# ---- regfile_wb_arbiter ----
==> regfile_wb_arbiter/metal_stack.png <==
Only two layers are drawn.
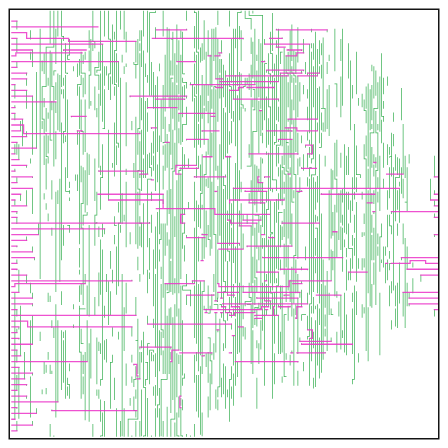

**config.mk**
```make
export PLATFORM = sky130hd
export DESIGN_NAME = regfile_wb_arbiter
export DESIGN_NICKNAME = d
export VERILOG_FILES = /design/src/rtl/regfile_wb_arbiter.sv
export SDC_FILE = /design/constraint.sdc
export NUM_CORES = 1
export LEC_CHECK = 0
export CORE_MARGIN = 1
export CORE_UTILIZATION = 43
export CTS_BUF_LIST = sky130_fd_sc_hd__clkbuf_4 sky130_fd_sc_hd__clkbuf_8
export CTS_CLUSTER_SIZE = 25
export DETAILED_ROUTE_END_ITERATION = 6
export GPL_TIMING_DRIVEN = 0
export MAX_ROUTING_LAYER = met4
export PLACE_DENSITY = 0.75
export SETUP_SLACK_MARGIN = 0.2
export SYNTH_ARGS = -nofsm -noshare
export SYNTH_HDL_FRONTEND = slang
export SYNTH_SLANG_ARGS = --single-unit
export TNS_END_PERCENT = 50
```
**constraint.sdc**
```tcl
create_clock -name clock -period 2 [get_ports clock]
set_clock_uncertainty 0.2 [all_clocks]
set_input_delay 0.2 -clock clock [delete_from_list [all_inputs] [get_ports clock]]
set_output_delay 0.2 -clock clock [all_outputs]
set_load 0.02 [all_outputs]
```
**src/rtl/regfile_wb_arbiter.sv**
```systemverilog
// rtl/regfile_wb_arbiter.sv - round-robin ALU/load write-back arbiter with busy scoreboard
module regfile_wb_arbiter #(
  parameter int XLEN  = 32,
  parameter int NREGS = 32,
  parameter int AW    = 5
) (
  input  logic            clock,
  input  logic            reset_n,
  input  logic            alu_valid,
  input  logic [AW-1:0]   alu_rd,
  input  logic [XLEN-1:0] alu_data,
  output logic            alu_ready,
  input  logic            mem_valid,
  input  logic [AW-1:0]   mem_rd,
  input  logic [XLEN-1:0] mem_data,
  output logic            mem_ready,
  input  logic            issue_valid,
  input  logic [AW-1:0]   issue_rd,
  input  logic [AW-1:0]   rs1,
  input  logic [AW-1:0]   rs2,
  output logic            rs1_busy,
  output logic            rs2_busy,
  output logic            rd_busy,
  output logic [AW-1:0]   rf_rd,
  output logic [XLEN-1:0] rf_data,
  output logic            rf_reg_write
);

  typedef enum logic {PRI_MEM = 1'b0, PRI_ALU = 1'b1} pri_t;

  pri_t            r_state;
  pri_t            w_next;
  logic            w_alu_gnt;
  logic            w_mem_gnt;
  logic            w_gnt;
  logic [AW-1:0]   w_gnt_rd;
  logic [XLEN-1:0] w_gnt_data;
  logic [NREGS-1:0] r_busy;
  logic [NREGS-1:0] w_busy_next;
  logic [AW-1:0]   r_rf_rd;
  logic [XLEN-1:0] r_rf_data;
  logic            r_rf_reg_write;

  always_ff @(posedge clock or negedge reset_n) begin
    if (!reset_n) begin
      r_state <= PRI_MEM;
    end else begin
      r_state <= w_next;
    end
  end

  // Readys are forced low during reset so nothing is granted while it is held.
  always_comb begin
    w_alu_gnt = 1'b0;
    w_mem_gnt = 1'b0;
    w_next    = r_state;
    if (reset_n) begin
      case (r_state)
        PRI_MEM: begin
          if (mem_valid)      w_mem_gnt = 1'b1;
          else if (alu_valid) w_alu_gnt = 1'b1;
        end
        PRI_ALU: begin
          if (alu_valid)      w_alu_gnt = 1'b1;
          else if (mem_valid) w_mem_gnt = 1'b1;
        end
        default: ;
      endcase
      if (w_alu_gnt)      w_next = PRI_MEM;
      else if (w_mem_gnt) w_next = PRI_ALU;
    end
  end

  assign alu_ready  = w_alu_gnt;
  assign mem_ready  = w_mem_gnt;
  assign w_gnt      = w_alu_gnt | w_mem_gnt;
  assign w_gnt_rd   = w_mem_gnt ? mem_rd   : alu_rd;
  assign w_gnt_data = w_mem_gnt ? mem_data : alu_data;

  always_ff @(posedge clock or negedge reset_n) begin
    if (!reset_n) begin
      r_rf_rd        <= '0;
      r_rf_data      <= '0;
      r_rf_reg_write <= 1'b0;
    end else begin
      r_rf_reg_write <= w_gnt && (w_gnt_rd != '0);
      if (w_gnt) begin
        r_rf_rd   <= w_gnt_rd;
        r_rf_data <= w_gnt_data;
      end
    end
  end

  // Set is applied after clear so a newer producer keeps the register busy.
  always_comb begin
    w_busy_next = r_busy;
    if (w_gnt) w_busy_next[w_gnt_rd] = 1'b0;
    if (issue_valid) w_busy_next[issue_rd] = 1'b1;
    w_busy_next[0] = 1'b0;
  end

  always_ff @(posedge clock or negedge reset_n) begin
    if (!reset_n) begin
      r_busy <= '0;
    end else begin
      r_busy <= w_busy_next;
    end
  end

  assign rs1_busy     = r_busy[rs1];
  assign rs2_busy     = r_busy[rs2];
  assign rd_busy      = r_busy[issue_rd];
  assign rf_rd        = r_rf_rd;
  assign rf_data      = r_rf_data;
  assign rf_reg_write = r_rf_reg_write;

endmodule

```
# ---- l1_plru_tracker ----
**config.mk**
```make
export PLATFORM = sky130hd
export DESIGN_NAME = l1_plru_tracker
export DESIGN_NICKNAME = d
export VERILOG_FILES = /design/src/rtl/l1_plru_tracker.sv
export SDC_FILE = /design/constraint.sdc
export NUM_CORES = 1
export LEC_CHECK = 0
export ABC_CLOCK_PERIOD_IN_PS = 1950
export CAP_MARGIN = 20
export CORE_UTILIZATION = 40
export CTS_CLUSTER_DIAMETER = 200
export CTS_CLUSTER_SIZE = 14
export DETAILED_ROUTE_END_ITERATION = 10
export PLACE_DENSITY = 0.61
export SLEW_MARGIN = 30
export SYNTH_ARGS = -nofsm -noshare
export SYNTH_HDL_FRONTEND = slang
export SYNTH_SLANG_ARGS = --single-unit
```
**constraint.sdc**
```tcl
create_clock -name clk -period 1.95 [get_ports clk]
set_input_delay 0.195 -clock clk [delete_from_list [all_inputs] [get_ports clk]]
set_output_delay 0.195 -clock clk [all_outputs]
set_load 0.02 [all_outputs]
```
**src/rtl/l1_plru_tracker.sv**
```systemverilog
// l1_plru_tracker
//
// Per-set tree pseudo-LRU replacement tracker for a set-associative L1 cache.
// The pipeline tag stage reports accesses and the L2 fill path asks for a
// victim way. A request in cycle N reads the set's flags into a register.
// In cycle N+1 the victim is presented and the hit or fill way is marked MRU.
//
// Parameters
//   NUM_SETS  number of sets (power of two, >= 2)
//   NUM_WAYS  associativity (1, 2, 4 or 8)
//
// Ports
//   clk                clock, all state on posedge
//   reset              asynchronous, active-low; clears all LRU state
//   fill_en            cycle N: request a victim for fill_set
//   fill_set           set being filled
//   fill_way           cycle N+1: victim way for the fill requested in N
//   access_en          cycle N: pipeline access to access_set
//   access_set         set accessed
//   access_update_en   cycle N+1: the access in N hit; mark access_update_way MRU
//   access_update_way  way that hit
//
// Configuration macro
//   LRU_READ_BYPASS_EN  when defined, a read of the set being written in the
//                       same cycle returns the new flags. Back-to-back fills to
//                       one set then get different victims.
//
// Tree layout: the flags form a heap. Node 0 is the root, and the children of
// node i are 2i+1 (flag 0 points there) and 2i+2 (flag 1 points there).
// Leaf way w sits at heap position w + NUM_WAYS - 1.

module l1_plru_tracker #(
  parameter int NUM_SETS = 64,
  parameter int NUM_WAYS = 4,
  localparam int SET_IDX_W = $clog2(NUM_SETS),
  localparam int WAY_IDX_W = (NUM_WAYS > 1) ? $clog2(NUM_WAYS) : 1
) (
  input  logic                 clk,
  input  logic                 reset,
  input  logic                 fill_en,
  input  logic [SET_IDX_W-1:0] fill_set,
  output logic [WAY_IDX_W-1:0] fill_way,
  input  logic                 access_en,
  input  logic [SET_IDX_W-1:0] access_set,
  input  logic                 access_update_en,
  input  logic [WAY_IDX_W-1:0] access_update_way
);

  if (NUM_WAYS == 1) begin : g_one_way
    // A direct-mapped cache has nothing to choose between, so it keeps no state.
    logic unused_inputs;
    assign unused_inputs = ^{clk, reset, fill_en, fill_set, access_en, access_set,
                             access_update_en, access_update_way};
    assign fill_way = '0;
  end else begin : g_tree
    localparam int LEVELS = $clog2(NUM_WAYS);
    localparam int NODES  = NUM_WAYS - 1;

    logic [NODES-1:0]     lru_q [NUM_SETS];
    logic [NODES-1:0]     rd_flags_q;
    logic [SET_IDX_W-1:0] pend_set_q;
    logic                 was_fill_q;

    logic [SET_IDX_W-1:0] rd_set;
    logic [NODES-1:0]     rd_flags;
    logic                 wr_en;
    logic [WAY_IDX_W-1:0] wr_way;
    logic [NODES-1:0]     wr_flags;
    logic [WAY_IDX_W-1:0] victim_way;

    // Descend from the root and follow each flag. The way index is built one
    // bit per level, and that partial index also gives the node offset within
    // the level.
    function automatic logic [WAY_IDX_W-1:0] victim_of(input logic [NODES-1:0] f);
      logic [WAY_IDX_W-1:0] w;
      logic [NODES-1:0]     sh;
      int                   node;
      w = '0;
      for (int l = 0; l < LEVELS; l++) begin
        node = (1 << l) - 1 + int'(w);
        sh   = f >> node;
        w    = (w << 1) | WAY_IDX_W'(sh[0]);
      end
      return w;
    endfunction

    // Each node on the path of w points to the other subtree.
    // Nodes off the path are left unchanged.
    function automatic logic [NODES-1:0] mark_mru(input logic [NODES-1:0]     f,
                                                   input logic [WAY_IDX_W-1:0] w);
      logic [NODES-1:0]     r;
      logic [WAY_IDX_W-1:0] prefix;
      logic [WAY_IDX_W-1:0] dirv;
      int                   node;
      r = f;
      for (int l = 0; l < LEVELS; l++) begin
        prefix = w >> (LEVELS - l);
        dirv   = w >> (LEVELS - 1 - l);
        node   = (1 << l) - 1 + int'(prefix);
        if (dirv[0]) r = r & ~(NODES'(1) << node);
        else         r = r | (NODES'(1) << node);
      end
      return r;
    endfunction

    assign victim_way = victim_of(rd_flags_q);
    assign fill_way   = victim_way;

    // A fill always claims its own victim. An access_update_en that arrives
    // in the same cycle as a fill has no matching request, so it is ignored.
    assign wr_en    = was_fill_q | access_update_en;
    assign wr_way   = was_fill_q ? victim_way : access_update_way;
    assign wr_flags = mark_mru(rd_flags_q, wr_way);

    // When neither request is active, the latched set is read again. Its
    // registered flags therefore follow completed writes.
    always_comb begin
      rd_set = pend_set_q;
      if (fill_en)        rd_set = fill_set;
      else if (access_en) rd_set = access_set;
`ifdef LRU_READ_BYPASS_EN
      rd_flags = (wr_en && (rd_set == pend_set_q)) ? wr_flags : lru_q[rd_set];
`else
      rd_flags = lru_q[rd_set];
`endif
    end

    always_ff @(posedge clk or negedge reset) begin
      if (!reset) begin
        for (int s = 0; s < NUM_SETS; s++) lru_q[s] <= '0;
      end else if (wr_en) begin
        lru_q[pend_set_q] <= wr_flags;
      end
    end

    always_ff @(posedge clk or negedge reset) begin
      if (!reset) begin
        rd_flags_q <= '0;
        pend_set_q <= '0;
        was_fill_q <= 1'b0;
      end else begin
        rd_flags_q <= rd_flags;
        pend_set_q <= rd_set;
        was_fill_q <= fill_en;
      end
    end
  end

endmodule

```
==> l1_plru_tracker/final_congestion.png <==
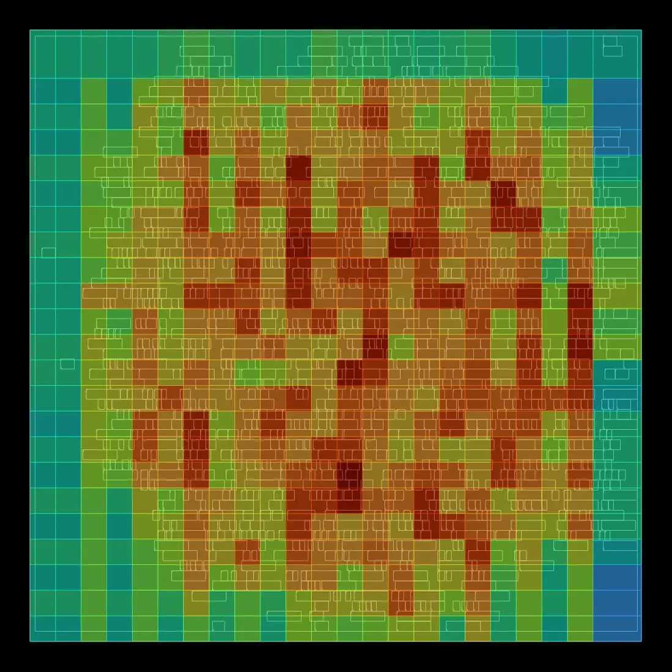
met3 usage: 4.545%
Total GRT Usage: 25.24%

==> flow_summary.json, l1_plru_tracker <==
{
  "critical_path.max_fanout": 15,
  "max_freq_mhz": 442.3,
  "tightest_slew_ns": 0.5729,
  "fin_ws_ns": -0.3110,
  "cp-start-kind": "flop",
  "overflow": 0,
  "logic_family": "AND-OR/OR-AND gates",
  "ys.flops": 202,
  "p_int_uw": 9216,
  "wl_met3_um": 2317,
  "relSlewSlack_pct": 61.20,
  "regArea_um2": 5055,
  "die.size.y_um": 164.8,
  "largest_register_ffs": 192,
  "ys_cells": 1189,
  "top_regs": "g_tree.lru_q (192), g_tree.pend_set_q (6), g_tree.rd_flags_q (3)",
  "synthAoiAreaFrac_pct": 21.53,
  "seqPwrFrac_pct": 46.7,
  "final_area_um2": 13240,
  "grt_pass1_vias": 9202,
  "post-route-period-util_pct": 115.9,
  "utilization_pct": 50.82,
  "ys_seq_share_pct": 47.65,
  "dp_hpwl_um": 23940,
  "placed_area_um2": 12350,
  "cp.required_ns": 2.33,
  "synth_top_cell_by_count": "nand2_1",
  "fillers": 2406,
  "cts.path.max_buffers": 3,
  "rsz0062_at_grt": "true",
  "synth-simple-area-share_pct": 20.32,
  "failed_checks": "setup timing",
  "syn_inst": 1189,
  "worst-path-buf-inv": 2,
  "vias": 9689,
  "met1_usage_pct": 34.56,
  "cpPeakStageDelay_ns": 0.43,
  "setup_viol": 3,
  "status": "finished with violations",
  "layout.cells.non_filler": 1652
}
## l1_plru_tracker: cell type report
cell class              count  area share, %
repair buffers            192          14.53
clock buffers              19          3.590
flip-flops and latches    202          38.17
multi-input cells         891          40.11
clock inverters             1        0.06613
inverters                  12         0.3684
well taps                 335          3.165
## l1_plru_tracker: what timing repair did
action,4_1_cts,5_1_grt
pin swaps,8,18
resized,9,59
endpoints found under the setup margin,6,129
setup buffers,4,7
hold buffers,1,0
cloned,0,3
endpoints found under the hold margin,55,0
==> regfile_wb_arbiter/met1.png <==
The bar under the picture is 20 um long. Supply wires on this layer in gray.
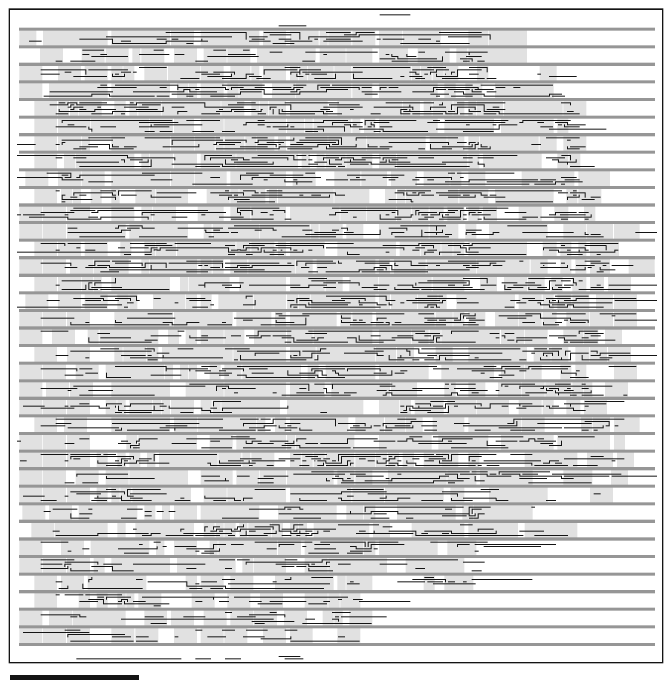
wire length on this layer	5,970 um
longest straight run	32.2 um
share of all routed wire	37%
main direction	horizontal
nets with wire on the layer	609
M1 GR Usage: 35.13%
final wirelength: 15,980 um
Vias: 4,462

==> regfile_wb_arbiter/registers.png <==
The bar under the picture is 20 um long. Other sequential cells in the stronger gray, the rest of the logic in the fainter gray.
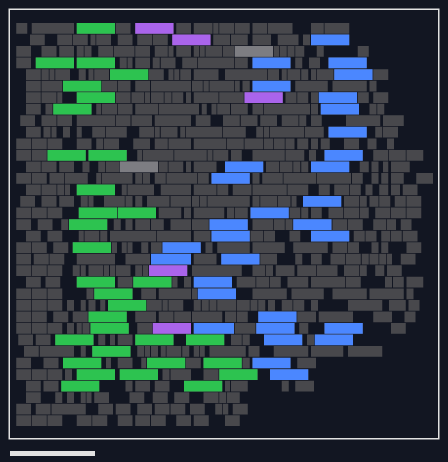
netlist name	color	sequential cells
rf_data	green	32
rf_rd	purple	5
r_busy	blue	31
not colored	2

About regfile_wb_arbiter/metal_stack.png:
layer	color	wire length
met3	magenta	1,360 um
met2	green	7,920 um

==> flow_summary.json, regfile_wb_arbiter <==
{
  "flop-count": 70,
  "placed_area_um2": 5718,
  "buf_share_pct": 28.71,
  "grt_usage_pct": 30.02,
  "dp_hpwl_um": 9384,
  "r2r_start": "r_state",
  "area_growth_pct": 67.36,
  "hold_buffers": 2,
  "layout.cells.non_filler": 734,
  "dieArea_um2": 10180,
  "status": "finished with violations",
  "buffers": 198,
  "worst-path-buf-inv": 1,
  "grt_pass1_vias": 4241,
  "rrSetupSlack_ns": -0.10,
  "switching_share_pct": 34.32,
  "synth-edff-count": 0,
  "highest_layer": "met4",
  "setup_viol": 74,
  "critical_path.max_fanout": 4,
  "place_congestion": 0.9087,
  "synthesis.area_um2": 4205,
  "regToRegEndpoint": "r_busy[9]",
  "synth_nets": 512,
  "finalMaxSlewViolations": 0,
  "crit_slowest_cell": "mux4_2",
  "grtUsageMet3_pct": 7.143,
  "wire_per_inst_um": 21.77,
  "ys_seq_share_pct": 41.65,
  "clock_sinks": 70,
  "failed_checks": "setup timing",
  "fin_ws_ns": -0.4931
}
-- regfile_wb_arbiter: power groups by stage --
| stage | registers (uW) | logic (uW) | clock network [uW] |
|---|---|---|---|
| after floorplan | 2010 | 744 | 0 |
| after global placement | 1950 | 1470 | 0 |
| after detailed placement | 1980 | 1510 | 0 |
| after CTS | 1950 | 1760 | 1310 |
| after global routing | 2000 | 2220 | 1380 |
| final | 1980 | 2100 | 1310 |
-- regfile_wb_arbiter: sequential cells by signal (all words and copies together) (netlist names) --
signal	flops
rf_rd	5
rf_reg_write	1
rf_data	32
r_busy	31
r_state	1

## Gallery

Wires at chosen ports, followed through buffers.
(a)
The bar under the picture is 20 um long.
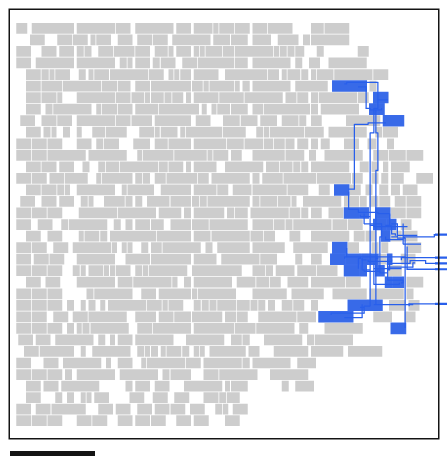
(b)
The bar under the picture is 50 um long.
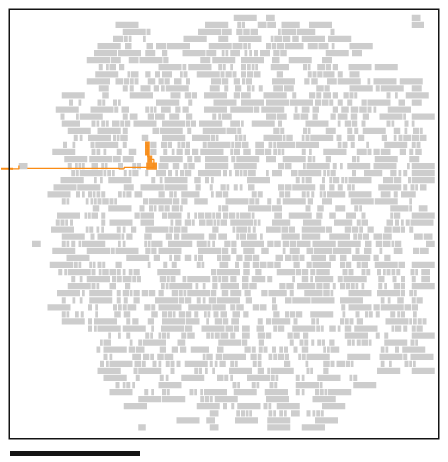
(b) -> l1_plru_tracker
(a) -> regfile_wb_arbiter


Power figures rest on the tool's default switching activity, not on a simulated workload.
